==================== rgb2gray_frame_ctrl
### M1 wires, rgb2gray_frame_ctrl

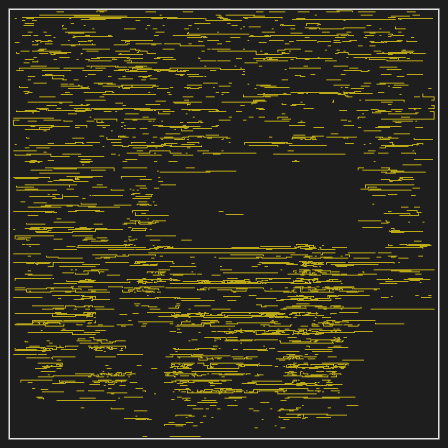

$ cat config.mk
export PLATFORM = sky130hd
export DESIGN_NAME = rgb2gray_frame_ctrl
export DESIGN_NICKNAME = d
export VERILOG_FILES = /design/src/rtl/rgb2gray_frame_ctrl.sv
export SDC_FILE = /design/constraint.sdc
export NUM_CORES = 1
export LEC_CHECK = 0
export ABC_CLOCK_PERIOD_IN_PS = 5200
export CORE_UTILIZATION = 38
export DETAILED_ROUTE_END_ITERATION = 10
export GPL_TIMING_DRIVEN = 1
export PLACE_DENSITY_LB_ADDON = 0.3
export SETUP_SLACK_MARGIN = 0.02
export SLEW_MARGIN = 25
export SYNTH_ARGS = -nofsm -noshare
export SYNTH_HDL_FRONTEND = slang
export SYNTH_SLANG_ARGS = --single-unit
$ cat constraint.sdc
create_clock -name clk -period 5.2 [get_ports clk]
set_input_delay 1.04 -clock clk [delete_from_list [all_inputs] [get_ports clk]]
set_output_delay 1.04 -clock clk [all_outputs]
set_load 0.05 [all_outputs]
$ cat src/rtl/rgb2gray_frame_ctrl.sv
`default_nettype none
// ============================================================================
//  Module   : rgb2gray_frame_ctrl
//  Function : Frame sequencer feeding a float RGB-to-gray converter from three
//             sync-read planes and writing results in order, with a stallable
//             valid pipeline.
//  Revision : 1.0
// ============================================================================
module rgb2gray_frame_ctrl #(
   parameter int ADDR_W   = 16,
   parameter int DATA_W   = 32,
   parameter int MEM_LAT  = 1,
   parameter int CONV_LAT = 3
) (
   input  logic              clk,
   input  logic              rst,
   input  logic              start,
   input  logic              abort,
   input  logic [ADDR_W-1:0] frame_len,
   output logic              busy,
   output logic              done,
   output logic              rd_en,
   output logic [ADDR_W-1:0] rd_addr,
   input  logic [DATA_W-1:0] r_in,
   input  logic [DATA_W-1:0] g_in,
   input  logic [DATA_W-1:0] b_in,
   output logic              conv_en,
   output logic [DATA_W-1:0] r,
   output logic [DATA_W-1:0] g,
   output logic [DATA_W-1:0] b,
   input  logic [DATA_W-1:0] gray,
   output logic              wr_en,
   output logic [ADDR_W-1:0] wr_addr,
   output logic [DATA_W-1:0] wr_data,
   input  logic              wr_ready
);

   localparam int              c_lat  = MEM_LAT + 1 + CONV_LAT;
   localparam logic [ADDR_W-1:0] c_one = {{(ADDR_W-1){1'b0}}, 1'b1};

   typedef enum logic [1:0] {
      S_IDLE  = 2'd0,
      S_RUN   = 2'd1,
      S_DRAIN = 2'd2,
      S_DONE  = 2'd3
   } state_t;

   state_t             r_state;
   logic [c_lat-1:0]   r_vld;
   logic [ADDR_W-1:0]  r_last;
   logic               w_wr_acc;

   // A write that the output plane refuses freezes the whole pipeline,
   // including the external planes and converter.
   assign wr_en    = r_vld[c_lat-1];
   assign wr_data  = gray;
   assign conv_en  = !(wr_en && !wr_ready);
   assign rd_en    = (r_state == S_RUN) && conv_en;
   assign w_wr_acc = wr_en && wr_ready;

   always_ff @(posedge clk or posedge rst) begin
      if (rst) begin
         r_state <= S_IDLE;
         busy    <= 1'b0;
         done    <= 1'b0;
         rd_addr <= '0;
         wr_addr <= '0;
         r_last  <= '0;
      end else if (abort) begin
         r_state <= S_IDLE;
         busy    <= 1'b0;
         done    <= 1'b0;
      end else begin
         done <= 1'b0;
         if (w_wr_acc) begin
            wr_addr <= wr_addr + c_one;
         end
         case (r_state)
            S_IDLE: begin
               if (start) begin
                  rd_addr <= '0;
                  wr_addr <= '0;
                  r_last  <= frame_len - c_one;
                  if (frame_len != '0) begin
                     r_state <= S_RUN;
                     busy    <= 1'b1;
                  end else begin
                     r_state <= S_DONE;
                     done    <= 1'b1;
                  end
               end
            end
            S_RUN: begin
               if (rd_en) begin
                  // Address parks on the last pixel so it never wraps.
                  if (rd_addr == r_last) begin
                     r_state <= S_DRAIN;
                  end else begin
                     rd_addr <= rd_addr + c_one;
                  end
               end
            end
            S_DRAIN: begin
               if (r_vld == '0) begin
                  r_state <= S_DONE;
                  busy    <= 1'b0;
                  done    <= 1'b1;
               end
            end
            S_DONE: begin
               r_state <= S_IDLE;
            end
            default: begin
               r_state <= S_IDLE;
            end
         endcase
      end
   end

   always_ff @(posedge clk or posedge rst) begin
      if (rst) begin
         r_vld <= '0;
      end else if (abort) begin
         r_vld <= '0;
      end else if (conv_en) begin
         r_vld <= {r_vld[c_lat-2:0], rd_en};
      end
   end

   // Stage MEM_LAT-1 marks the cycle in which plane data is on r_in/g_in/b_in.
   always_ff @(posedge clk or posedge rst) begin
      if (rst) begin
         r <= '0;
         g <= '0;
         b <= '0;
      end else if (conv_en && r_vld[MEM_LAT-1]) begin
         r <= r_in;
         g <= g_in;
         b <= b_in;
      end
   end

endmodule
`default_nettype wire
==================== melody_step_sequencer
$ cat config.mk
export PLATFORM = sky130hd
export DESIGN_NAME = melody_step_sequencer
export DESIGN_NICKNAME = d
export VERILOG_FILES = /design/src/rtl/melody_step_sequencer.sv
export SDC_FILE = /design/constraint.sdc
export NUM_CORES = 1
export LEC_CHECK = 0
export CORE_UTILIZATION = 54
export CTS_BUF_LIST = sky130_fd_sc_hd__clkbuf_8
export DETAILED_ROUTE_END_ITERATION = 10
export PLACE_DENSITY = 0.76
export SLEW_MARGIN = 20
export SYNTH_ARGS = -nofsm -noshare
export SYNTH_HDL_FRONTEND = slang
export SYNTH_SLANG_ARGS = --single-unit
$ cat constraint.sdc
create_clock -name clk -period 4.64 [get_ports clk]
set_input_delay 0.464 -clock clk [delete_from_list [all_inputs] [get_ports clk]]
set_output_delay 0.464 -clock clk [all_outputs]
set_load 0.02 [all_outputs]
$ cat src/rtl/melody_step_sequencer.sv
// melody_step_sequencer
//   Tempo-driven step sequencer that produces the step index for the note mux.
//   It walks steps 0..LAST_STEP at one step per TICKS_PER_STEP clocks, either
//   ascending or descending. It can pause, restart, loop, or stop after one
//   pass. When a one-shot pass ends it parks on step 0, the silence slot.
//
// Ports
//   clk, rst_n  : clock; asynchronous active-low reset
//   start       : one-cycle pulse, (re)start from the first step (highest priority)
//   activado    : 1 = run, 0 = pause (position and tempo count held)
//   updown      : 1 = ascending, 0 = descending
//   loop_en     : 1 = wrap at the end of the melody, 0 = stop at the end
//   sel         : registered step index
//   playing     : high while in PLAY
//   step_tick   : one-cycle pulse on every step advance, including a wrap
//   done        : one-cycle pulse when a one-shot melody ends
module melody_step_sequencer #(
    parameter int TICKS_PER_STEP = 12_500_000,
    parameter int LAST_STEP      = 20,
    parameter int STEP_W         = 8
) (
    input  logic              clk,
    input  logic              rst_n,
    input  logic              start,
    input  logic              activado,
    input  logic              updown,
    input  logic              loop_en,
    output logic [STEP_W-1:0] sel,
    output logic              playing,
    output logic              step_tick,
    output logic              done
);

    // Tempo counter width. It is at least one bit so that TICKS_PER_STEP=1 still builds.
    localparam int CW = (TICKS_PER_STEP > 1) ? $clog2(TICKS_PER_STEP) : 1;

    localparam logic [CW-1:0]     CNT_MAX  = CW'(TICKS_PER_STEP - 1);
    localparam logic [CW-1:0]     CNT_ONE  = CW'(1);
    localparam logic [STEP_W-1:0] STEP_TOP = STEP_W'(LAST_STEP);
    localparam logic [STEP_W-1:0] STEP_ONE = STEP_W'(1);

    typedef enum logic [1:0] {
        IDLE = 2'd0,
        PLAY = 2'd1,
        DONE = 2'd2
    } state_t;

    state_t            state, state_nx;
    logic [STEP_W-1:0] sel_nx;
    logic [CW-1:0]     cnt, cnt_nx;
    logic              tick_nx, done_nx;

    logic              boundary;
    logic              at_last;
    logic [STEP_W-1:0] first_step;

    // The first step and the last-step test both use the direction that is
    // sampled in the current cycle. A mid-step flip therefore only redirects the next advance.
    assign first_step = updown ? '0 : STEP_TOP;
    assign at_last    = updown ? (sel == STEP_TOP) : (sel == '0);
    assign boundary   = (cnt == CNT_MAX);

    always_ff @(posedge clk or negedge rst_n) begin
        if (!rst_n) begin
            state     <= IDLE;
            sel       <= '0;
            cnt       <= '0;
            step_tick <= 1'b0;
            done      <= 1'b0;
        end else begin
            state     <= state_nx;
            sel       <= sel_nx;
            cnt       <= cnt_nx;
            step_tick <= tick_nx;
            done      <= done_nx;
        end
    end

    always_comb begin
        state_nx = state;
        sel_nx   = sel;
        cnt_nx   = cnt;
        tick_nx  = 1'b0;
        done_nx  = 1'b0;

        if (start) begin
            // A restart overrides everything, including a coincident boundary.
            // No pulse is issued in this cycle.
            state_nx = PLAY;
            sel_nx   = first_step;
            cnt_nx   = '0;
        end else begin
            unique case (state)
                IDLE, DONE: begin
                    sel_nx = '0;
                    cnt_nx = '0;
                end
                PLAY: begin
                    if (activado) begin
                        if (boundary) begin
                            cnt_nx = '0;
                            if (!at_last) begin
                                // at_last guards both ends, so this step never wraps the register.
                                sel_nx  = updown ? (sel + STEP_ONE) : (sel - STEP_ONE);
                                tick_nx = 1'b1;
                            end else if (loop_en) begin
                                sel_nx  = first_step;
                                tick_nx = 1'b1;
                            end else begin
                                state_nx = DONE;
                                sel_nx   = '0;
                                done_nx  = 1'b1;
                            end
                        end else begin
                            cnt_nx = cnt + CNT_ONE;
                        end
                    end
                end
                default: begin
                    state_nx = IDLE;
                    sel_nx   = '0;
                    cnt_nx   = '0;
                end
            endcase
        end
    end

    assign playing = (state == PLAY);

endmodule
### M1 wires, melody_step_sequencer

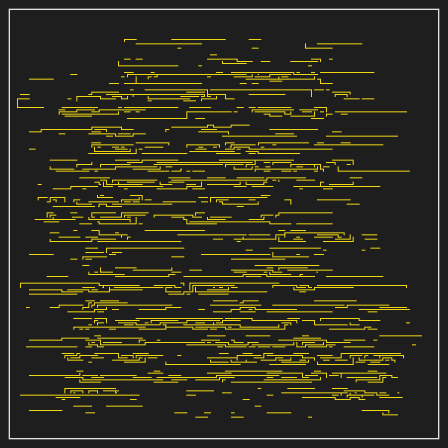
main direction: horizontal
wire length on this layer: 2350 um
nets with wire on the layer: 239

==> qor.csv, melody_step_sequencer <==
stage,metric,value,unit
clock_tree,cts_buffers,5,
synth,yosys_cells,230,
power_and_ir_drop,p_sw,0.259,mW
synth,synthTopCellsByCount,"36 x dfrtp_1, 23 x nor2_1, 18 x nand3_1",
run_status,status,"complete, no violations",
power_and_ir_drop,pg_seq,0.352,mW
critical_path,crit_type,primary input to register,
cells_and_area,seq_area,901,um2
route,dr_total_vias,1840,
cells_and_area,seq_cells,36,
route,drc,0,
route,wl,4.69,mm
cells_and_area,largest_reg_flops,24,
sta,hold_viol,0,
cells_and_area,area_growth,13.0,%
sta,fin_worst_skew,0.00415,ns
power_and_ir_drop,ir_drop,0.000201,V
synth,synthTopCellsByArea,"dfrtp_1 40%, xor2_1 4.7%, nand3_1 4.0%",
sta,max-slew-margin-rel,0.468,
sta,fin_crit,2.46,ns
power_and_ir_drop,leakage,1.08,nW
job,cap_violations,0,
power_and_ir_drop,top_power_group,registers,
grt,use_met1,0.353,
synth,edf_count,0,
power_and_ir_drop,seqPwrFrac,0.443,
synth,yosys.area.top_type,dfrtp_1,
synth,flop_cell,dfrtp_1,
clock_tree,clkTransAtPathRegs,0.06,ns
sta,rsz0062_at_grt,false,
cells_and_area,fin_util,0.664,
power_and_ir_drop,p_int,0.535,mW
clock_tree,clk_latency,0.28,ns
critical_path,worstPathMaxFanout,8,
route,dr.pass1.iters,4,
route,wl_met2,2.11,mm
route,drt_iter0_markers,147,
placement,hpwl,3.47,mm
power_and_ir_drop,cellPowerDensity,315,nW/um2
cells_and_area,logic_area,1280,um2
cells_and_area,top_register,cnt,
clock_tree,postCtsSetupRepairBufs,0,
synth,most_common_cell,dfrtp_1,
critical_path,rr_worst_depth,5,
clock_tree,cts_tree,built,
grt,gr-usage-all-layers,0.248,
synth,synth_warnings,0,
grt,busiest_layer,met2,
clock_tree,cts_hold_buf,0,
synth,yosys.stat.seqShare,0.404,
cells_and_area,n_all_inverters,9,
die,taps,48,
critical_path,required,4.81,ns
clock_tree,cts_num_sinks,36,
critical_path,critPathCaptureType,register,
route,vias_per_cell,6.13,
placement,place_worst_setup_slack,1.89,ns
grt,grtUsageMet2,0.379,
==> melody_step_sequencer: worst max-delay path, stage by stage <==
cell,delay (ns)
clkdlybuf4s50_1,0.61
inv_1,0.22
ha_1,0.40
nand2b_1,0.06
a21boi_0,0.34
o21a_1,0.19
o311ai_0,0.13
a22o_1,0.22
==> melody_step_sequencer: cells by family after synthesis <==
group	Yosys count	synth area share
simple gates	110	0.298
compound gates	40	0.129
flops	36	0.404
xor+xnor	19	0.0746
buf+inv	12	0.0230
fa+ha+maj	8	0.0482
mux	5	0.0236
### Clock distribution, rgb2gray_frame_ctrl

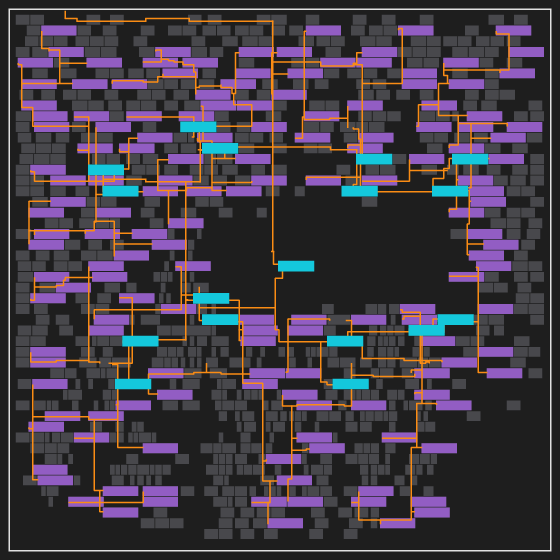
legend:
  cyan:
    item: clock drivers
    count: 17
  purple:
    item: flip-flops
    count: 153
  orange:
    item: clock wires
    length: 1980 um
routed clock nets: 18
clk latency late pin: 0.42 ns
Clock power frac: 0.187
Power Clock: 1.19 mW
Setup Skew: 0.0124 ns

### Sequential cells grouped by signal name, rgb2gray_frame_ctrl

Other sequential cells in the stronger gray, the rest of the logic in the fainter gray.
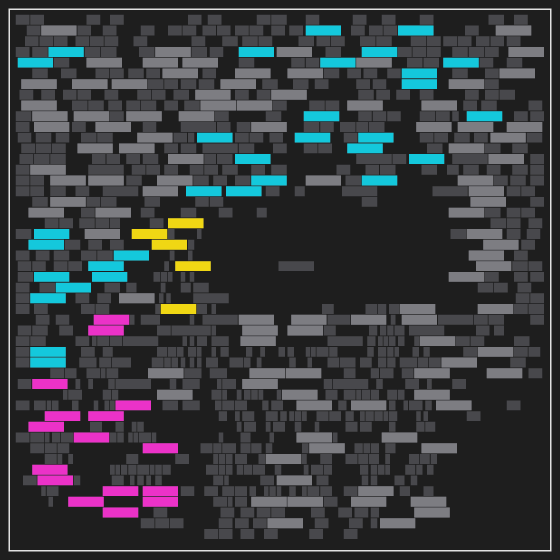
legend:
  yellow:
    name_in_the_netlist: `r_vld`
    flops: 5
  magenta:
    name_in_the_netlist: `wr_addr`
    flops: 16
    where: bottom left
  cyan:
    name_in_the_netlist: `r`
    flops: 32
Register Area: 3830 um2
flop share of the area: 0.384
Seq power: 1.92 mW
Final Core Density: 0.558

Notes on 'M1 wires' of rgb2gray_frame_ctrl above:
main direction: horizontal
share of all routed wire: 39%
wire length on this layer: 6990 um
nets with wire on the layer: 803
Global Route met1 Usage: 0.222
via count: 5187

==> qor.csv, rgb2gray_frame_ctrl <==
stage,metric,value,unit
grt,grtUsageMet2,0.328,
power_and_ir_drop,cellPowerDensity,639,nW/um2
critical_path,r2r-end,rd_addr[15],
clock_tree,cts_hold_buf,0,
synth,yosys.stat.seqShare,0.552,
grt,grt_max_degree,69,
sta,setup_violations,0,
sta,post-route-period-util,0.767,
route,dr.pass1.iters,4,
die,die_x,137,um
critical_path,crit_end,rd_en,
power_and_ir_drop,seqPwrFrac,0.301,
synth,ys.flops,153,
synth,synth_area_per_cell,11.9,um2
clock_tree,cts_tree,built,
run_status,status,"complete, no violations",
rgb2gray_frame_ctrl: cells in the final DEF, fill, tap and decap left out, types with 8 or more instances in the layout:
cell type | Yosys | layout
clkdlybuf4s50_1 | 0 | 249
dfrtp_1 | 153 | 153
mux2_2 | 96 | 96
nand2_1 | 44 | 43
xor2_1 | 37 | 37
nor2_1 | 32 | 32
o21ai_0 | 26 | 26
clkbuf_16 | 0 | 17
nand3_1 | 16 | 16
a21oi_1 | 15 | 15
inv_1 | 12 | 11
nor3_1 | 9 | 9
nand4_1 | 9 | 9
inv_6 | 0 | 8

==================== uart_rx_fifo
### Clock distribution, uart_rx_fifo

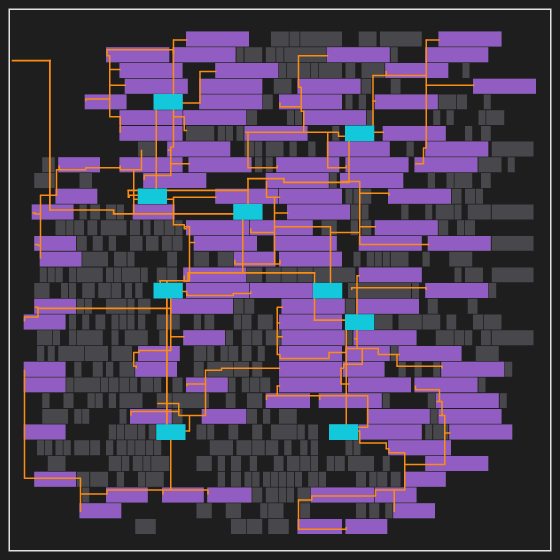

==> src/rtl/uart_rx_fifo.sv <==
// 8N1 UART receiver: two-flop line synchroniser, mid-bit sampling FSM and a
// first-word fall-through byte FIFO with valid/ready drain.
module uart_rx_fifo #(
  parameter int CLK_FREQ   = 50_000_000,
  parameter int BAUD       = 115200,
  parameter int FIFO_DEPTH = 8
) (
  input  logic                          clk,
  input  logic                          rst_,
  input  logic                          uart_rx,
  output logic [7:0]                    rx_data,
  output logic                          rx_valid,
  input  logic                          rx_ready,
  output logic                          frame_err,
  output logic                          overrun,
  output logic                          busy,
  output logic [$clog2(FIFO_DEPTH):0]   fill
);

  localparam int CLKS_PER_BIT = CLK_FREQ / BAUD;
  localparam int HALF         = CLKS_PER_BIT / 2;
  localparam int CNT_W        = $clog2(CLKS_PER_BIT);
  localparam int AW           = $clog2(FIFO_DEPTH);
  localparam int DATA_W       = 8;

  // The IDLE cycle that first sees the low line counts as the first cycle of
  // the half bit, so START finishes one count earlier than HALF.
  localparam logic [CNT_W-1:0] START_END = CNT_W'(HALF - 1);
  localparam logic [CNT_W-1:0] BIT_END   = CNT_W'(CLKS_PER_BIT - 1);
  localparam logic [AW:0]      DEPTH_L   = (AW + 1)'(FIFO_DEPTH);

  typedef enum logic [2:0] {IDLE, START, DATA, STOP, WAIT_IDLE} state_t;

  state_t             state, state_nxt;
  logic [CNT_W-1:0]   cnt, cnt_nxt;
  logic [2:0]         idx, idx_nxt;
  logic               bit_we, push, ferr_nxt;
  logic [DATA_W-1:0]  shreg;

  logic               rx_sync_p0, rx_sync_p1, rx_s;

  logic [DATA_W-1:0]  mem [FIFO_DEPTH];
  logic [AW-1:0]      wptr, rptr;
  logic [AW:0]        count;
  logic               full, pop, wr_en;

  // Stage p0/p1: metastability filter on the asynchronous line
  always_ff @(posedge clk) begin
    if (!rst_) begin
      rx_sync_p0 <= 1'b1;
      rx_sync_p1 <= 1'b1;
    end else begin
      rx_sync_p0 <= uart_rx;
      rx_sync_p1 <= rx_sync_p0;
    end
  end

  assign rx_s = rx_sync_p1;

  always_ff @(posedge clk) begin
    if (!rst_) begin
      state     <= IDLE;
      cnt       <= '0;
      idx       <= '0;
      frame_err <= 1'b0;
    end else begin
      state     <= state_nxt;
      cnt       <= cnt_nxt;
      idx       <= idx_nxt;
      frame_err <= ferr_nxt;
    end
  end

  always_comb begin
    state_nxt = state;
    cnt_nxt   = cnt + 1'b1;
    idx_nxt   = idx;
    bit_we    = 1'b0;
    push      = 1'b0;
    ferr_nxt  = 1'b0;
    case (state)
      IDLE: begin
        cnt_nxt = '0;
        if (!rx_s) state_nxt = START;
      end
      START: begin
        if (cnt == START_END) begin
          cnt_nxt   = '0;
          idx_nxt   = '0;
          state_nxt = rx_s ? IDLE : DATA;
        end
      end
      DATA: begin
        if (cnt == BIT_END) begin
          cnt_nxt = '0;
          bit_we  = 1'b1;
          idx_nxt = idx + 3'd1;
          if (idx == 3'd7) state_nxt = STOP;
        end
      end
      STOP: begin
        if (cnt == BIT_END) begin
          cnt_nxt = '0;
          if (rx_s) begin
            push      = 1'b1;
            state_nxt = IDLE;
          end else begin
            ferr_nxt  = 1'b1;
            state_nxt = WAIT_IDLE;
          end
        end
      end
      WAIT_IDLE: begin
        // A held-low break must not look like a stream of start bits
        cnt_nxt = '0;
        if (rx_s) state_nxt = IDLE;
      end
      default: state_nxt = IDLE;
    endcase
  end

  always_ff @(posedge clk) begin
    if (bit_we) shreg[idx] <= rx_s;
  end

  assign full  = (count == DEPTH_L);
  assign pop   = rx_valid && rx_ready;
  assign wr_en = push && (!full || pop);

  always_ff @(posedge clk) begin
    if (!rst_) begin
      wptr    <= '0;
      rptr    <= '0;
      count   <= '0;
      overrun <= 1'b0;
    end else begin
      overrun <= push && full && !pop;
      if (wr_en) wptr <= wptr + 1'b1;
      if (pop)   rptr <= rptr + 1'b1;
      case ({wr_en, pop})
        2'b10:   count <= count + 1'b1;
        2'b01:   count <= count - 1'b1;
        default: count <= count;
      endcase
    end
  end

  // When full, wptr == rptr: a push with a same-cycle pop overwrites the
  // slot being read out this very cycle.
  always_ff @(posedge clk) begin
    if (wr_en) mem[wptr] <= shreg;
  end

  assign rx_valid = (count != '0);
  assign rx_data  = rx_valid ? mem[rptr] : '0;
  assign fill     = count;
  assign busy     = (state != IDLE);

endmodule
==> config.mk <==
export PLATFORM = sky130hd
export DESIGN_NAME = uart_rx_fifo
export DESIGN_NICKNAME = d
export VERILOG_FILES = /design/src/rtl/uart_rx_fifo.sv
export SDC_FILE = /design/constraint.sdc
export NUM_CORES = 1
export LEC_CHECK = 0
export ABC_AREA = 1
export CAP_MARGIN = 20
export CORE_MARGIN = 2
export CORE_UTILIZATION = 55
export CTS_CLUSTER_SIZE = 10
export DETAILED_ROUTE_END_ITERATION = 7
export PLACE_DENSITY = 0.77
export SYNTH_ARGS = -nofsm -noshare
export SYNTH_HDL_FRONTEND = slang
export SYNTH_SLANG_ARGS = --single-unit
==> constraint.sdc <==
create_clock -name clk -period 3 [get_ports clk]
set_input_delay 0.75 -clock clk [delete_from_list [all_inputs] [get_ports clk]]
set_output_delay 0.75 -clock clk [all_outputs]
set_load 0.1 [all_outputs]
==================== uart_rx_param
**config.mk**
```make
export PLATFORM = sky130hd
export DESIGN_NAME = uart_rx_param
export DESIGN_NICKNAME = d
export VERILOG_FILES = /design/src/rtl/uart_rx_param.sv
export SDC_FILE = /design/constraint.sdc
export NUM_CORES = 1
export LEC_CHECK = 0
export CORE_MARGIN = 5
export CORE_UTILIZATION = 59
export CTS_CLUSTER_DIAMETER = 200
export CTS_CLUSTER_SIZE = 30
export DETAILED_ROUTE_END_ITERATION = 16
export MAX_ROUTING_LAYER = met4
export PLACE_DENSITY = 0.83
export SLEW_MARGIN = 20
export SYNTH_ARGS = -nofsm -noshare
export SYNTH_HDL_FRONTEND = slang
export SYNTH_SLANG_ARGS = --single-unit
```
**constraint.sdc**
```tcl
create_clock -name clk -period 3.23 [get_ports clk]
set_input_delay 0.646 -clock clk [delete_from_list [all_inputs] [get_ports clk]]
set_output_delay 0.646 -clock clk [all_outputs]
set_load 0.05 [all_outputs]
```
**src/rtl/uart_rx_param.sv**
```systemverilog
// uart_rx_param: parametrised UART receive engine.
// Start bit, DATA_BITS data bits LSB first, optional odd/even parity and
// STOP_BITS stop bits. Uses mid-bit sampling from an internal baud counter.
// Completed words are offered on a valid/ready handshake, with parity,
// framing and overrun reporting.
module uart_rx_param #(
    parameter int DATA_BITS    = 8,
    parameter int CLKS_PER_BIT = 16,
    parameter int PARITY       = 0,
    parameter int STOP_BITS    = 1
) (
    input  logic                 clk,
    input  logic                 rst,
    input  logic                 rxd,
    output logic [DATA_BITS-1:0] data_out,
    output logic                 valid,
    input  logic                 ready,
    output logic                 parity_err,
    output logic                 frame_err,
    output logic                 overrun,
    output logic                 busy
);

    localparam int HALF  = CLKS_PER_BIT / 2;
    localparam int CNT_W = $clog2(CLKS_PER_BIT);
    localparam int IDX_W = $clog2(DATA_BITS);

    localparam logic [CNT_W-1:0] CNT_LAST  = CNT_W'(CLKS_PER_BIT - 1);
    localparam logic [CNT_W-1:0] HALF_LAST = CNT_W'(HALF - 1);
    localparam logic [CNT_W-1:0] CNT_ZERO  = CNT_W'(0);
    localparam logic [CNT_W-1:0] CNT_ONE   = CNT_W'(1);
    localparam logic [IDX_W-1:0] DATA_LAST = IDX_W'(DATA_BITS - 1);
    localparam logic [IDX_W-1:0] STOP_LAST = IDX_W'(STOP_BITS - 1);
    localparam logic [IDX_W-1:0] IDX_ZERO  = IDX_W'(0);
    localparam logic [IDX_W-1:0] IDX_ONE   = IDX_W'(1);

    typedef enum logic [2:0] {
        ST_IDLE   = 3'd0,
        ST_START  = 3'd1,
        ST_DATA   = 3'd2,
        ST_PARITY = 3'd3,
        ST_STOP   = 3'd4
    } state_t;

    // Expected parity bit: XOR of the data for even parity, inverted for odd.
    function automatic logic parity_expect(input logic [DATA_BITS-1:0] d);
        logic x;
        x = ^d;
        if (PARITY == 1) begin
            return ~x;
        end else begin
            return x;
        end
    endfunction

    state_t                 state_r;
    state_t                 state_next_s;
    logic                   rxd_meta_r;
    logic                   rxd_sync_r;
    logic                   rxd_prev_r;
    logic [CNT_W-1:0]       cnt_r;
    logic [IDX_W-1:0]       idx_r;
    logic [DATA_BITS-1:0]   shift_r;
    logic                   par_pend_r;
    logic                   frm_pend_r;
    logic                   fall_s;
    logic                   sample_s;
    logic                   complete_s;

    // Falling edge on the synchronised line; a held-low line never produces one.
    assign fall_s = rxd_prev_r & ~rxd_sync_r;

    // Two-flop synchroniser plus edge register; idle-high after reset so no false edge.
    always_ff @(posedge clk) begin
        if (rst) begin
            rxd_meta_r <= 1'b1;
            rxd_sync_r <= 1'b1;
            rxd_prev_r <= 1'b1;
        end else begin
            rxd_meta_r <= rxd;
            rxd_sync_r <= rxd_meta_r;
            rxd_prev_r <= rxd_sync_r;
        end
    end

    // Next-state logic: sample strobes and word completion.
    always_comb begin
        state_next_s = state_r;
        sample_s     = 1'b0;
        complete_s   = 1'b0;
        case (state_r)
            ST_IDLE: begin
                if (fall_s) begin
                    state_next_s = ST_START;
                end else begin
                    state_next_s = ST_IDLE;
                end
            end
            ST_START: begin
                if (cnt_r == HALF_LAST) begin
                    sample_s = 1'b1;
                    if (rxd_sync_r) begin
                        state_next_s = ST_IDLE;
                    end else begin
                        state_next_s = ST_DATA;
                    end
                end else begin
                    state_next_s = ST_START;
                end
            end
            ST_DATA: begin
                if (cnt_r == CNT_LAST) begin
                    sample_s = 1'b1;
                    if (idx_r == DATA_LAST) begin
                        state_next_s = (PARITY != 0) ? ST_PARITY : ST_STOP;
                    end else begin
                        state_next_s = ST_DATA;
                    end
                end else begin
                    state_next_s = ST_DATA;
                end
            end
            ST_PARITY: begin
                if (cnt_r == CNT_LAST) begin
                    sample_s     = 1'b1;
                    state_next_s = ST_STOP;
                end else begin
                    state_next_s = ST_PARITY;
                end
            end
            ST_STOP: begin
                if (cnt_r == CNT_LAST) begin
                    sample_s = 1'b1;
                    if (idx_r == STOP_LAST) begin
                        complete_s   = 1'b1;
                        state_next_s = ST_IDLE;
                    end else begin
                        state_next_s = ST_STOP;
                    end
                end else begin
                    state_next_s = ST_STOP;
                end
            end
            default: begin
                state_next_s = ST_IDLE;
            end
        endcase
    end

    // State register; busy is registered from the next state so it tracks "not IDLE".
    always_ff @(posedge clk) begin
        if (rst) begin
            state_r <= ST_IDLE;
            busy    <= 1'b0;
        end else begin
            state_r <= state_next_s;
            busy    <= (state_next_s != ST_IDLE);
        end
    end

    // Baud counter, bit index, shift register and pending error flags.
    always_ff @(posedge clk) begin
        if (rst) begin
            cnt_r      <= CNT_ZERO;
            idx_r      <= IDX_ZERO;
            shift_r    <= {DATA_BITS{1'b0}};
            par_pend_r <= 1'b0;
            frm_pend_r <= 1'b0;
        end else begin
            case (state_r)
                ST_IDLE: begin
                    cnt_r      <= CNT_ZERO;
                    idx_r      <= IDX_ZERO;
                    par_pend_r <= 1'b0;
                    frm_pend_r <= 1'b0;
                end
                ST_START: begin
                    cnt_r <= sample_s ? CNT_ZERO : cnt_r + CNT_ONE;
                    idx_r <= IDX_ZERO;
                end
                ST_DATA: begin
                    if (sample_s) begin
                        cnt_r   <= CNT_ZERO;
                        shift_r <= {rxd_sync_r, shift_r[DATA_BITS-1:1]};
                        idx_r   <= (idx_r == DATA_LAST) ? IDX_ZERO : idx_r + IDX_ONE;
                    end else begin
                        cnt_r <= cnt_r + CNT_ONE;
                    end
                end
                ST_PARITY: begin
                    if (sample_s) begin
                        cnt_r      <= CNT_ZERO;
                        par_pend_r <= (rxd_sync_r != parity_expect(shift_r));
                    end else begin
                        cnt_r <= cnt_r + CNT_ONE;
                    end
                end
                ST_STOP: begin
                    if (sample_s) begin
                        cnt_r <= CNT_ZERO;
                        idx_r <= idx_r + IDX_ONE;
                        if (!rxd_sync_r) begin
                            frm_pend_r <= 1'b1;
                        end
                    end else begin
                        cnt_r <= cnt_r + CNT_ONE;
                    end
                end
                default: begin
                    cnt_r <= CNT_ZERO;
                    idx_r <= IDX_ZERO;
                end
            endcase
        end
    end

    // Output holding register: load on completion when free, otherwise flag overrun.
    always_ff @(posedge clk) begin
        if (rst) begin
            data_out   <= {DATA_BITS{1'b0}};
            valid      <= 1'b0;
            parity_err <= 1'b0;
            frame_err  <= 1'b0;
            overrun    <= 1'b0;
        end else begin
            overrun <= 1'b0;
            if (complete_s) begin
                if (!valid || ready) begin
                    data_out   <= shift_r;
                    parity_err <= (PARITY != 0) ? par_pend_r : 1'b0;
                    frame_err  <= frm_pend_r | ~rxd_sync_r;
                    valid      <= 1'b1;
                end else begin
                    overrun <= 1'b1;
                end
            end else if (valid && ready) begin
                valid <= 1'b0;
            end else begin
                valid <= valid;
            end
        end
    end

endmodule

```
==================== vending_controller
$ cat src/rtl/vending_controller_pkg.sv
// Shared defaults and state encoding for the vending machine transaction sequencer.
// The inactivity timeout is compiled in only when VENDING_TIMEOUT_EN is defined.
package vending_controller_pkg;

    localparam int kDefNumCoins   = 3;
    localparam int kDefNumItems   = 4;
    localparam int kDefWaitTime   = 100;
    localparam int kDefTotalWidth = 16;

    localparam logic [kDefNumCoins-1:0][31:0] kDefCoinValue = {32'd1000, 32'd500, 32'd100};
    localparam logic [kDefNumItems-1:0][31:0] kDefItemPrice = {32'd2000, 32'd1000, 32'd500, 32'd400};

    typedef enum logic [1:0] {
        ST_IDLE    = 2'd0,
        ST_COLLECT = 2'd1,
        ST_RETURN  = 2'd2
    } state_t;

endpackage

$ cat src/rtl/vending_controller_change_selector.sv
// change_selector: picks the largest coin whose value fits in the balance.
// Purely combinational; coin values need not be sorted.
module change_selector
    import vending_controller_pkg::*;
#(
    parameter int                         kNumCoins   = kDefNumCoins,
    parameter int                         kTotalWidth = kDefTotalWidth,
    parameter logic [kNumCoins-1:0][31:0] kCoinValue  = kDefCoinValue
) (
    input  logic [kTotalWidth-1:0] balance,
    output logic [kNumCoins-1:0]   coin,
    output logic [kTotalWidth-1:0] value
);

    localparam int kCmpW = ((kTotalWidth > 32) ? kTotalWidth : 32) + 1;

    logic [kCmpW-1:0] best;

    always_comb begin
        coin = '0;
        best = '0;
        for (int i = 0; i < kNumCoins; i++) begin
            if ((kCmpW'(kCoinValue[i]) <= kCmpW'(balance)) && (kCmpW'(kCoinValue[i]) > best)) begin
                best    = kCmpW'(kCoinValue[i]);
                coin    = '0;
                coin[i] = 1'b1;
            end
        end
        value = best[kTotalWidth-1:0];
    end

endmodule

$ cat src/rtl/vending_controller.sv
// vending_controller: coin accumulation, item dispense and largest-first change payout.
// Define VENDING_TIMEOUT_EN to enable the inactivity timeout counter.
module vending_controller
    import vending_controller_pkg::*;
#(
    parameter int                         kNumCoins   = kDefNumCoins,
    parameter int                         kNumItems   = kDefNumItems,
    parameter int                         kWaitTime   = kDefWaitTime,
    parameter logic [kNumCoins-1:0][31:0] kCoinValue  = kDefCoinValue,
    parameter logic [kNumItems-1:0][31:0] kItemPrice  = kDefItemPrice,
    parameter int                         kTotalWidth = kDefTotalWidth
) (
    input  logic                   clk,
    input  logic                   reset,
    input  logic [kNumCoins-1:0]   i_input_coin,
    input  logic [kNumItems-1:0]   i_select_item,
    input  logic                   i_trigger_return,
    output logic [kNumItems-1:0]   o_available_item,
    output logic [kNumItems-1:0]   o_output_item,
    output logic [kNumCoins-1:0]   o_return_coin,
    output logic [kTotalWidth-1:0] o_current_total,
    output logic [31:0]            o_wait_time,
    output logic                   o_busy
);

    // Extra headroom so a whole cycle's coins can be summed before the overflow check.
    localparam int               kExtW     = ((kTotalWidth > 32) ? kTotalWidth : 32) + 3;
    localparam logic [kExtW-1:0] kMaxTotal = {{(kExtW - kTotalWidth){1'b0}}, {kTotalWidth{1'b1}}};

    state_t                 state, state_next;
    logic [kTotalWidth-1:0] balance, balance_next;
    logic [kNumItems-1:0]   output_item, item_next, affordable;
    logic [kNumCoins-1:0]   return_coin, coin_next, change_coin;
    logic [kTotalWidth-1:0] change_value;
    logic                   busy, busy_next;
    logic [kExtW-1:0]       coin_sum, price_sel, after_sel, with_coins;
    logic                   sel_valid, coin_ok, reload, timeout;
    logic [31:0]            wait_time;

    change_selector #(
        .kNumCoins   (kNumCoins),
        .kTotalWidth (kTotalWidth),
        .kCoinValue  (kCoinValue)
    ) u_change_selector (
        .balance (balance),
        .coin    (change_coin),
        .value   (change_value)
    );

    always_comb begin
        affordable = '0;
        price_sel  = '0;
        coin_sum   = '0;
        for (int i = 0; i < kNumItems; i++) begin
            affordable[i] = (kExtW'(balance) >= kExtW'(kItemPrice[i]));
            if (i_select_item[i]) begin
                price_sel = kExtW'(kItemPrice[i]);
            end
        end
        for (int i = 0; i < kNumCoins; i++) begin
            if (i_input_coin[i]) begin
                coin_sum = coin_sum + kExtW'(kCoinValue[i]);
            end
        end
    end

    // Affordability uses the registered balance, so a coin arriving with a selection cannot fund it.
    assign sel_valid  = $onehot(i_select_item) && ((i_select_item & affordable) != '0);
    assign after_sel  = kExtW'(balance) - (sel_valid ? price_sel : '0);
    assign with_coins = after_sel + coin_sum;
    assign coin_ok    = (state != ST_RETURN) && (i_input_coin != '0) && (with_coins <= kMaxTotal);
    assign reload     = (state != ST_RETURN) && (coin_ok || sel_valid);

    always_comb begin
        state_next   = state;
        balance_next = balance;
        item_next    = '0;
        coin_next    = '0;
        busy_next    = 1'b0;
        case (state)
            ST_IDLE, ST_COLLECT: begin
                balance_next = coin_ok ? with_coins[kTotalWidth-1:0] : after_sel[kTotalWidth-1:0];
                item_next    = sel_valid ? i_select_item : '0;
                if (balance_next == '0) begin
                    state_next = ST_IDLE;
                end else if (state == ST_IDLE) begin
                    state_next = ST_COLLECT;
                end else if (i_trigger_return || (timeout && !reload)) begin
                    state_next = ST_RETURN;
                end
            end
            ST_RETURN: begin
                // An unpayable remainder cannot occur with well-formed coin values; drop it if it does.
                if (change_coin == '0) begin
                    state_next   = ST_IDLE;
                    balance_next = '0;
                end else begin
                    coin_next    = change_coin;
                    balance_next = balance - change_value;
                    busy_next    = 1'b1;
                end
            end
            default: state_next = ST_IDLE;
        endcase
    end

    always_ff @(posedge clk or posedge reset) begin
        if (reset) begin
            state       <= ST_IDLE;
            balance     <= '0;
            output_item <= '0;
            return_coin <= '0;
            busy        <= 1'b0;
        end else begin
            state       <= state_next;
            balance     <= balance_next;
            output_item <= item_next;
            return_coin <= coin_next;
            busy        <= busy_next;
        end
    end

`ifdef VENDING_TIMEOUT_EN
    always_ff @(posedge clk or posedge reset) begin
        if (reset) begin
            wait_time <= 32'(kWaitTime);
        end else if ((state_next != ST_COLLECT) || reload) begin
            wait_time <= 32'(kWaitTime);
        end else if (wait_time != '0) begin
            wait_time <= wait_time - 32'd1;
        end
    end

    assign timeout = (wait_time == '0);
`else
    assign wait_time = 32'(kWaitTime);
    assign timeout   = 1'b0;
`endif

    assign o_available_item = (state == ST_RETURN) ? '0 : affordable;
    assign o_output_item    = output_item;
    assign o_return_coin    = return_coin;
    assign o_current_total  = balance;
    assign o_wait_time      = wait_time;
    assign o_busy           = busy;

endmodule

$ cat config.mk
export PLATFORM = sky130hd
export DESIGN_NAME = vending_controller
export DESIGN_NICKNAME = d
export VERILOG_FILES = /design/src/rtl/vending_controller_pkg.sv /design/src/rtl/vending_controller_change_selector.sv /design/src/rtl/vending_controller.sv
export SDC_FILE = /design/constraint.sdc
export NUM_CORES = 1
export LEC_CHECK = 0
export ABC_AREA = 0
export CAP_MARGIN = 30
export CORE_MARGIN = 5
export CORE_UTILIZATION = 55
export DETAILED_ROUTE_END_ITERATION = 8
export PLACE_DENSITY_LB_ADDON = 0.08
export SKIP_LAST_GASP = 1
export SYNTH_ARGS = -nofsm -noshare
export SYNTH_HDL_FRONTEND = slang
export SYNTH_HIERARCHICAL = 1
export SYNTH_SLANG_ARGS = --single-unit
$ cat constraint.sdc
create_clock -name clk -period 11.48 [get_ports clk]
set_input_delay 2.296 -clock clk [delete_from_list [all_inputs] [get_ports clk]]
set_output_delay 2.296 -clock clk [all_outputs]
set_load 0.01 [all_outputs]
==================== adc_serial_tx_flat
### src/rtl/adc_serial_tx_if.sv
// Sample handshake between a parallel sample source and adc_serial_tx.
// The master drives sample_in/sample_valid; the serialiser answers with sample_ready.
interface adc_serial_tx_if #(
    parameter int unsigned WIDTH = 12
);
    logic [WIDTH-1:0] sample_in;
    logic             sample_valid;
    logic             sample_ready;

    modport master (
        output sample_in,
        output sample_valid,
        input  sample_ready
    );

    modport slave (
        input  sample_in,
        input  sample_valid,
        output sample_ready
    );
endinterface

### src/rtl/adc_serial_tx.sv
// ADC serial output emulator: MSB-first data lane plus frame marker, continuous words.
// Optional ramp source enabled by defining ADC_SERIAL_TX_TEST_PATTERN_EN (selected with test_mode).
module adc_serial_tx #(
    parameter int unsigned     WIDTH      = 12,
    parameter int unsigned     FRAME_HIGH = 6,
    parameter logic [WIDTH-1:0] IDLE_WORD = '0
) (
    input  logic                clk,
    input  logic                RESET_n,
    input  logic                enable,
    input  logic                test_mode,
    adc_serial_tx_if.slave      smp,
    output logic                adc_data,
    output logic                adc_frame,
    output logic                word_strobe,
    output logic                busy,
    output logic [7:0]          underrun_count
);
    localparam int unsigned   CW   = (WIDTH > 1) ? $clog2(WIDTH) : 1;
    localparam logic [CW-1:0] LAST = CW'(WIDTH - 1);

    typedef enum logic {IDLE, RUN} state_t;

    state_t           state, state_n;
    logic [CW-1:0]    cnt, cnt_n;
    logic [WIDTH-1:0] word, word_n;
    logic [WIDTH-1:0] hold, hold_n;
    logic             hold_full, hold_full_n;
    logic [7:0]       under_n;
    logic             data_n, frame_n, strobe_n, busy_n;
    logic             load, ready, xfer;

`ifdef ADC_SERIAL_TX_TEST_PATTERN_EN
    logic [WIDTH-1:0] ramp, ramp_n;
    assign ready = ~hold_full & ~test_mode;
`else
    logic unused_test_mode;
    assign unused_test_mode = test_mode;
    assign ready = ~hold_full;
`endif

    assign smp.sample_ready = ready;
    assign xfer             = smp.sample_valid & ready;

    always_ff @(posedge clk or negedge RESET_n) begin
        if (!RESET_n) begin
            state <= IDLE;
        end else begin
            state <= state_n;
        end
    end

    always_comb begin
        state_n     = state;
        cnt_n       = cnt;
        word_n      = word;
        hold_n      = hold;
        hold_full_n = hold_full;
        under_n     = underrun_count;
        load        = 1'b0;
        data_n      = 1'b0;
        frame_n     = 1'b0;
        strobe_n    = 1'b0;
        busy_n      = 1'b0;
`ifdef ADC_SERIAL_TX_TEST_PATTERN_EN
        ramp_n      = ramp;
`endif

        unique case (state)
            IDLE: begin
                if (enable) begin
                    state_n = RUN;
                    load    = 1'b1;
                end
            end
            RUN: begin
                if (cnt == LAST) begin
                    if (enable) begin
                        load = 1'b1;
                    end else begin
                        state_n = IDLE;
                        cnt_n   = '0;
                    end
                end else begin
                    cnt_n  = cnt + CW'(1);
                    word_n = word << 1;
                end
            end
            default: state_n = IDLE;
        endcase

        // word holds the remaining bits with the bit on the wire at the MSB
        if (load) begin
            cnt_n = '0;
`ifdef ADC_SERIAL_TX_TEST_PATTERN_EN
            if (test_mode) begin
                word_n = ramp;
                ramp_n = ramp + WIDTH'(1);
            end else
`endif
            if (hold_full) begin
                word_n      = hold;
                hold_full_n = 1'b0;
            end else if (xfer) begin
                word_n = smp.sample_in;
            end else begin
                word_n = IDLE_WORD;
                if (underrun_count != 8'hFF) begin
                    under_n = underrun_count + 8'd1;
                end
            end
        end

        // A transfer on a load edge is always a bypass, since it needs an empty hold.
        if (xfer && !load) begin
            hold_n      = smp.sample_in;
            hold_full_n = 1'b1;
        end

        if (state_n == RUN) begin
            busy_n   = 1'b1;
            data_n   = word_n[WIDTH-1];
            frame_n  = (32'(cnt_n) < FRAME_HIGH);
            strobe_n = (cnt_n == '0);
        end
    end

    always_ff @(posedge clk or negedge RESET_n) begin
        if (!RESET_n) begin
            cnt            <= '0;
            word           <= '0;
            hold           <= '0;
            hold_full      <= 1'b0;
            underrun_count <= '0;
            adc_data       <= 1'b0;
            adc_frame      <= 1'b0;
            word_strobe    <= 1'b0;
            busy           <= 1'b0;
`ifdef ADC_SERIAL_TX_TEST_PATTERN_EN
            ramp           <= '0;
`endif
        end else begin
            cnt            <= cnt_n;
            word           <= word_n;
            hold           <= hold_n;
            hold_full      <= hold_full_n;
            underrun_count <= under_n;
            adc_data       <= data_n;
            adc_frame      <= frame_n;
            word_strobe    <= strobe_n;
            busy           <= busy_n;
`ifdef ADC_SERIAL_TX_TEST_PATTERN_EN
            ramp           <= ramp_n;
`endif
        end
    end
endmodule

### src/flat_wrapper.sv
// flat-port wrapper written by rule: the top's interface ports become plain ports
module adc_serial_tx_flat 
#(
    parameter int unsigned     WIDTH      = 12,
    parameter int unsigned     FRAME_HIGH = 6,
    parameter logic [WIDTH-1:0] IDLE_WORD = '0
)
  (clk, RESET_n, enable, test_mode, adc_data, adc_frame, word_strobe, busy, underrun_count, smp_sample_in, smp_sample_valid, smp_sample_ready);
  adc_serial_tx_if #(.WIDTH(WIDTH)) smp_i ();
  input  logic clk;
  input  logic RESET_n;
  input  logic enable;
  input  logic test_mode;
  output logic adc_data;
  output logic adc_frame;
  output logic word_strobe;
  output logic busy;
  output logic [7:0] underrun_count;
  input wire logic [$bits(smp_i.sample_in)-1:0] smp_sample_in;
  input wire logic [$bits(smp_i.sample_valid)-1:0] smp_sample_valid;
  output wire logic [$bits(smp_i.sample_ready)-1:0] smp_sample_ready;
  assign smp_i.sample_in = smp_sample_in;
  assign smp_i.sample_valid = smp_sample_valid;
  assign smp_sample_ready = smp_i.sample_ready;
  adc_serial_tx #(.WIDTH(WIDTH), .FRAME_HIGH(FRAME_HIGH), .IDLE_WORD(IDLE_WORD)) u_core (.clk(clk), .RESET_n(RESET_n), .enable(enable), .test_mode(test_mode), .smp(smp_i), .adc_data(adc_data), .adc_frame(adc_frame), .word_strobe(word_strobe), .busy(busy), .underrun_count(underrun_count));
endmodule
### config.mk
export PLATFORM = sky130hd
export DESIGN_NAME = adc_serial_tx_flat
export DESIGN_NICKNAME = d
export VERILOG_FILES = /design/src/rtl/adc_serial_tx_if.sv /design/src/rtl/adc_serial_tx.sv /design/src/flat_wrapper.sv
export SDC_FILE = /design/constraint.sdc
export NUM_CORES = 1
export LEC_CHECK = 0
export CORE_MARGIN = 2
export CORE_UTILIZATION = 47
export DETAILED_ROUTE_END_ITERATION = 8
export PLACE_DENSITY = 0.74
export SLEW_MARGIN = 20
export SYNTH_ARGS = -nofsm -noshare
export SYNTH_HDL_FRONTEND = slang
export SYNTH_SLANG_ARGS = --single-unit
export TNS_END_PERCENT = 100
### constraint.sdc
create_clock -name clk -period 1.6 [get_ports clk]
set_input_delay 0.24 -clock clk [delete_from_list [all_inputs] [get_ports clk]]
set_output_delay 0.24 -clock clk [all_outputs]
set_load 0.05 [all_outputs]
### Sequential cells grouped by signal name, uart_rx_fifo

Other sequential cells in the stronger gray, the rest of the logic in the fainter gray.
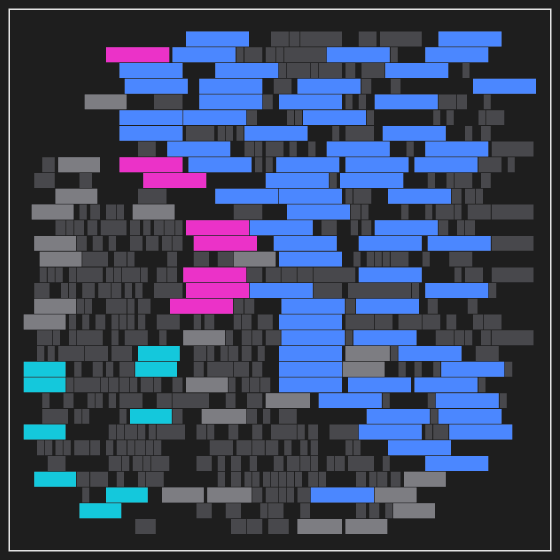
legend:
  blue:
    name_in_the_netlist: `mem`
    flops: 64
  magenta:
    name_in_the_netlist: `shreg`
    flops: 8
  cyan:
    name_in_the_netlist: `cnt`
    flops: 9
    where: bottom left
not colored: 23
Register Area: 2810 um2

About 'Clock distribution' of uart_rx_fifo:
legend:
  purple:
    item: flip-flops
    count: 104
  orange:
    item: clock wires
    length: 1020 um
  cyan:
    item: clock drivers
    count: 9
routed clock nets: 10
flops lie: all over the die
Setup Skew: 0.0119 ns

==> qor.csv, uart_rx_fifo <==
stage,metric,value,unit
route,wl_met1,3.86,mm
cells_and_area,final_cells,559,
grt,gr-usage-all-layers,0.214,
clock_tree,cts_hold_buf,0,
run_status,status,"complete, no violations",
grt,grt_pass1_vias,2889,
die,fp-row-count,32,
cells_and_area,area_growth,16.4,%
sta,holdWs,0.423,ns
synth,synthTopCellsByArea,"edfxtp_1 49%, dfxtp_1 15%, nor2_1 7.8%",
critical_path,crit_end,rx_data[4],
grt,grt_max_degree,33,
## uart_rx_fifo: critical path, stage by stage, from the launching register on
cell     delay [ns]
dfxtp_1        0.32
inv_1          0.31
buf_12         0.21
nor2_1         0.06
o32ai_1        0.23
o21ai_0        0.17
nor2_4         0.14
buf_12         0.18
## uart_rx_fifo: layout make-up
type	count	share of cell area
Clock buffer	11	0.0276
Clock inverter	5	0.0127
Inverter	36	0.0267
Multi-Input combinational cell	269	0.289
Sequential cell	104	0.549
Tap cell	102	0.0249
Timing Repair Buffer	32	0.0704
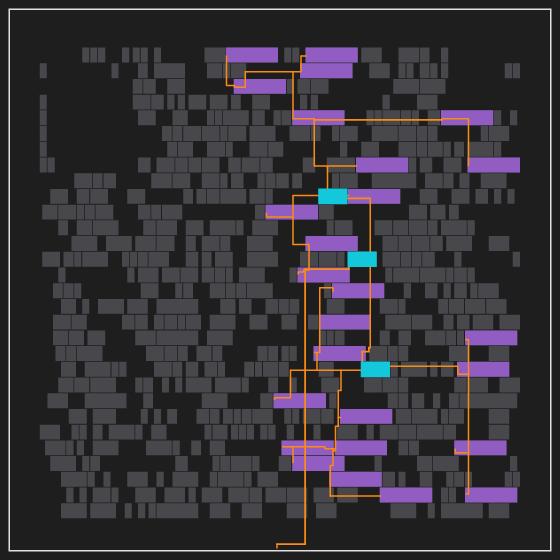
*Clock distribution, vending_controller*
legend:
  purple:
    item: flip-flops
    count: 26
  orange:
    item: clock wires
    length: 361 um
  cyan:
    item: clock drivers
    count: 3
routed clock nets: 4

==> qor.csv, vending_controller <==
stage,metric,value,unit
placement,gp_congestion,0.915,
critical_path,r2r_setup_slack,4.44,ns
route,ant_nets,0,
job,tool_warnings,31,
die,dieArea,8730,um2
sta,rsz0062_at_grt,false,
clock_tree,cts_num_sinks,26,
cells_and_area,nClkBuffers,4,
sta,fin_crit,8.60,ns
cells_and_area,logic_area,2770,um2
route,drt_iter0_markers,185,
critical_path,r2r-end,state[0],
worst_hold_path,hold_end,state[0],
cells_and_area,top_area_cell_class,combinational gates,
clock_tree,cts_buffers,3,
cells_and_area,seq_area,651,um2
critical_path,cpMaxStageDelayCell,clkdlybuf4s50_1,
critical_path,crit_top_cell,ha_1,
cells_and_area,seq_area_frac,0.157,
critical_path,critPathLaunchType,primary input,
worst_hold_path,hp-start,state[0],
sta,post-route-period-util,0.749,
worst_hold_path,hold_class,register to register,
route,routedWlPerCell,15.5,um
synth,synthTopCellsByArea,"dfrtp_1 17%, ha_1 14%, buf_4 8.8%",
placement,dp.cells,598,
sta,holdWs,0.647,ns
synth,simple_gate_area_frac,0.190,
run_status,status,"complete, no violations",
sta,worstMarginPinSlew,0.731,ns
synth,synth.logic.top_family,AND-OR/OR-AND gates,
-- vending_controller: layer usage --
layer | wire [um] | part of all wire
met2 | 4430 | 0.47
met5 | 0 | 0
met4 | 243 | 0.026
met3 | 469 | 0.050
met1 | 4200 | 0.45
-- vending_controller: sequential cells by signal, summed over array words and instances (netlist names) --
name,count
o_output_item,4
o_return_coin,3
o_current_total,16
state,2
o_busy,1
### Sequential cells grouped by signal name, uart_rx_param

Other sequential cells in the stronger gray, the rest of the logic in the fainter gray.
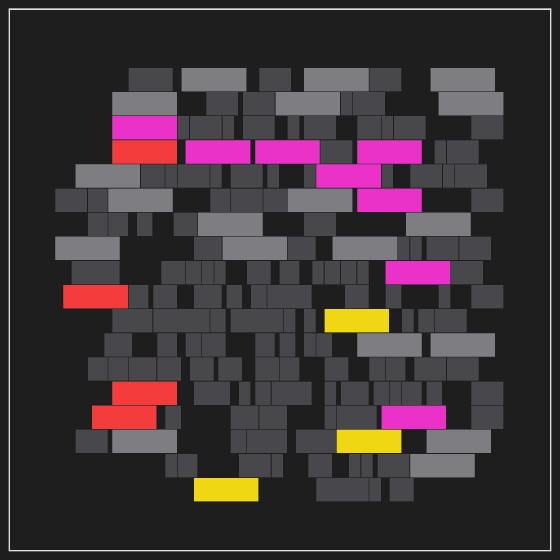
legend:
  red:
    name_in_the_netlist: `cnt_r`
    flops: 4
  yellow:
    name_in_the_netlist: `idx_r`
    flops: 3
  magenta:
    name_in_the_netlist: `shift_r`
    flops: 8

==> qor.csv, uart_rx_param <==
stage,metric,value,unit
placement,hpwl,2.05,mm
synth,syn-cell-area,1530,um2
worst_hold_path,hp-start,rxd_meta_r,
cells_and_area,lay_top_cells,"34 x dfxtp_1, 22 x nor2_1, 16 x mux2i_1",
cells_and_area,seq_area_frac,0.402,
die,io_pins,17,
sta,fmax,463,MHz
critical_path,critPathCaptureType,primary output,
placement,gp_congestion,0.930,
synth,ys_sh_adder,0.0328,
critical_path,worstPathMaxFanout,2,
route,wl,2.86,mm
cells_and_area,logic_area,731,um2
die,taps,30,
clock_tree,cts_tree,built,
synth,synthTopCellsByArea,"dfxtp_1 45%, mux2i_1 10%, nor2_1 5.4%",
synth,yosys_cells,153,
route,vias_per_cell,5.71,
route,dr.pass1.iters,4,
grt,grt_pass1_vias,1055,
synth,async_reset_ff_frac,0,
synth,synthTopCellsByCount,"34 x dfxtp_1, 22 x nor2_1, 16 x mux2i_1",
critical_path,r2r_start,cnt_r[0],
run_status,status,"complete, no violations",
critical_path,cpMaxStageDelayCell,clkdlybuf4s50_1,
cells_and_area,nClkBuffers,6,
critical_path,path_cells,clkdlybuf4s50_1,
route,drt_iter0_markers,39,
clock_tree,cts_buffers,5,
## uart_rx_param: per-stage QoR
step | utilization | std cells | instance area, um2 | hold slack, ns
floorplan | - | 153 | 1530 | 0.389
global placement | 0.658 | 188 | 1630 | 0.399
detailed placement | 0.658 | 188 | 1630 | 0.410
CTS | 0.683 | 196 | 1690 | 0.439
global route | 0.683 | 196 | 1690 | 0.465
finish | 0.683 | 196 | 1690 | 0.432
## uart_rx_param: per-layer routing
layer	global-route usage	share of wire	vias to the layer above
met4	0.118	0.022	0
met5	-	0	-
met2	0.289	0.49	33
met1	0.203	0.43	513
li1	-	-	567
met3	0.0468	0.063	6
### M1 wires, adc_serial_tx_flat

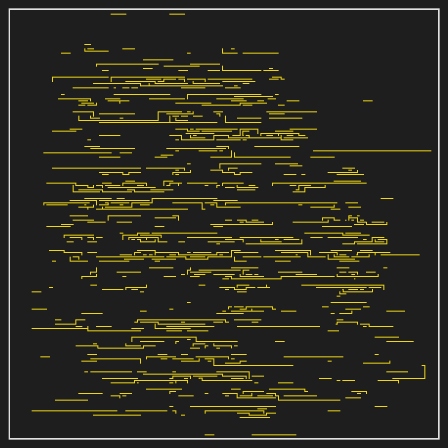
longest straight run: 18.4 um
main direction: horizontal
wire length on this layer: 1770 um
detailed-route wire length: 4.07 mm
Global Route met1 Usage: 0.251
via count: 1478

==> qor.csv, adc_serial_tx_flat <==
stage,metric,value,unit
run_status,status,"finished, violations left",
run_status,violations,setup timing,
critical_path,r2r-end,u_core.underrun_count[1],
synth,synthTopCellsByCount,"40 x dfrtp_1, 19 x nand2_1, 13 x nor2_1",
clock_tree,cts_buffers,5,
sta,fmax,604,MHz
synth,synthCells,165,
placement,hpwl,2.97,mm
cells_and_area,non_clock_buffer_area_share,0.178,
die,dieArea,4510,um2
sta,setup_violations,3,
synth,yosys.area.top_type,dfrtp_1,
cells_and_area,seq_cells,40,
worst_hold_path,hold_depth,2,
synth,synthXorXnorAreaFrac,0.0421,
synth,synth_area_per_cell,11.4,um2
sta,fin_crit,1.66,ns
grt,grt-ovfl-total,0,
route,route.top_layer_used,met4,
die,core_area,3740,um2
route,wl_met1,1.77,mm
clock_tree,clk_latency,0.29,ns
critical_path,crit_end,u_core.underrun_count[1],
grt,grt_pass1_vias,1488,
sta,post-route-period-util,1.03,
sta,setup_ws,-0.0556,ns
critical_path,arrival,1.83,ns
cells_and_area,comb_area_frac,0.338,
critical_path,rr_worst_depth,6,
synth,fp_nets,184,
route,routedWlPerCell,15.7,um
worst_hold_path,hold_end,u_core.word[1],
die,io_pins,30,
synth,ys_sh_mux,0.0802,
synth,ys.flops,40,
synth,most_common_cell,dfrtp_1,
==> adc_serial_tx_flat: sequential cells by signal, summed over array words and instances (netlist names) <==
| register | count |
|---|---|
| u_core.hold | 12 |
| u_core.word | 11 |
| u_core.underrun_count | 8 |
| u_core.cnt | 4 |
| u_core.adc_data | 1 |
| u_core.adc_frame | 1 |
| u_core.busy | 1 |
| u_core.hold_full | 1 |
| u_core.word_strobe | 1 |


## Gallery

M1 wires.
(a)
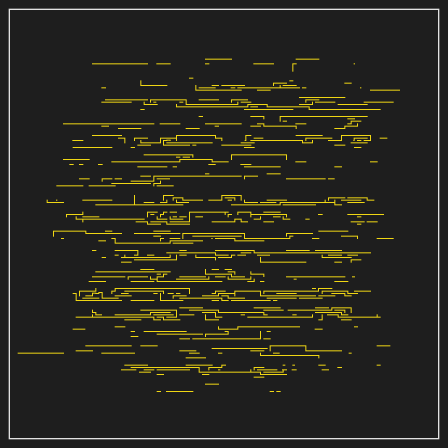
(b)
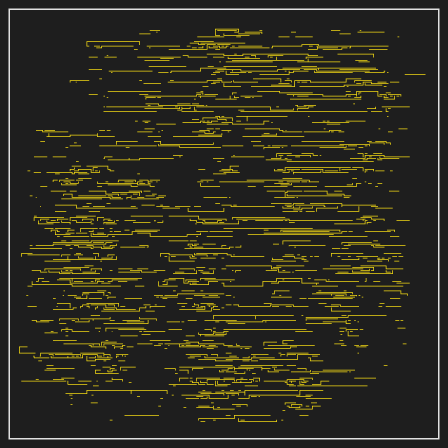
(c)
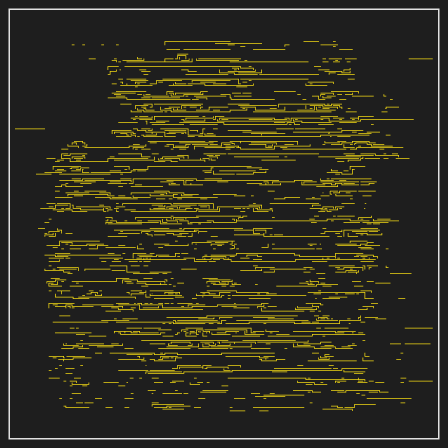
uart_rx_fifo -> (b)
uart_rx_param -> (a)
vending_controller -> (c)

Key to (a):
nets with wire on the layer: 160
share of all routed wire: 43%


==> notes/layouts.md <==
Pictures saved along the way, in no particular order.

Sequential cells grouped by signal name.
Other sequential cells in the stronger gray, the rest of the logic in the fainter gray.
picture 1
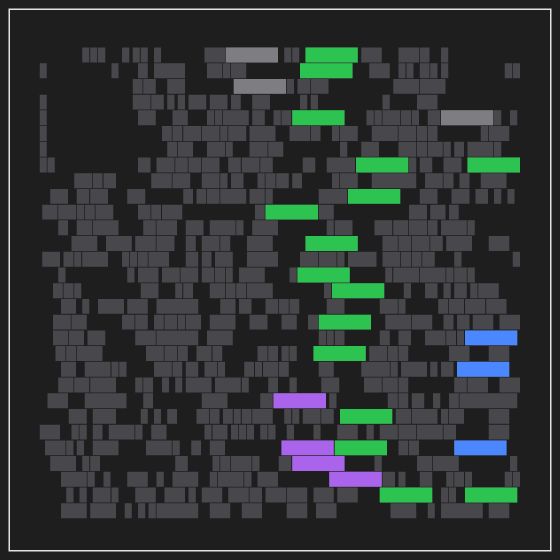
picture 2
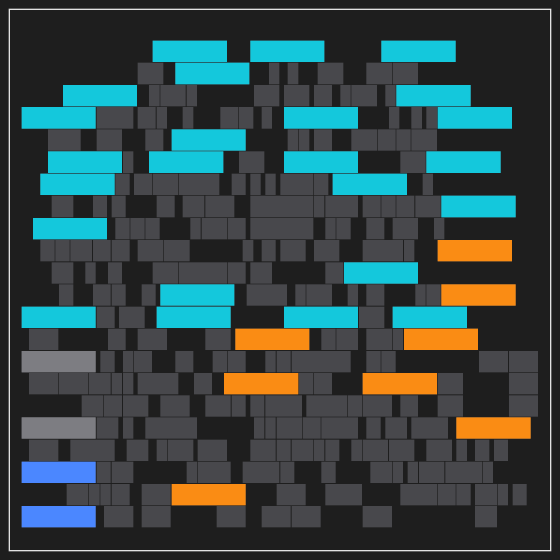
picture 3
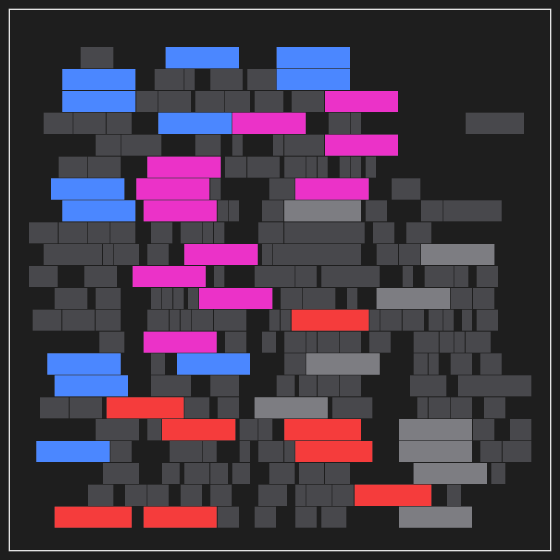
- most cells: picture 1
- fewest sequential cells: picture 1
- picture 2 = melody_step_sequencer
- picture 1 = vending_controller
- picture 3 = adc_serial_tx_flat

Key to picture 2:
legend:
  orange:
    name_in_the_netlist: `sel`
    flops: 8
  cyan:
    name_in_the_netlist: `cnt`
    flops: 24
  blue:
    name_in_the_netlist: `state`
    flops: 2

Power and IR drop assume default switching activity.
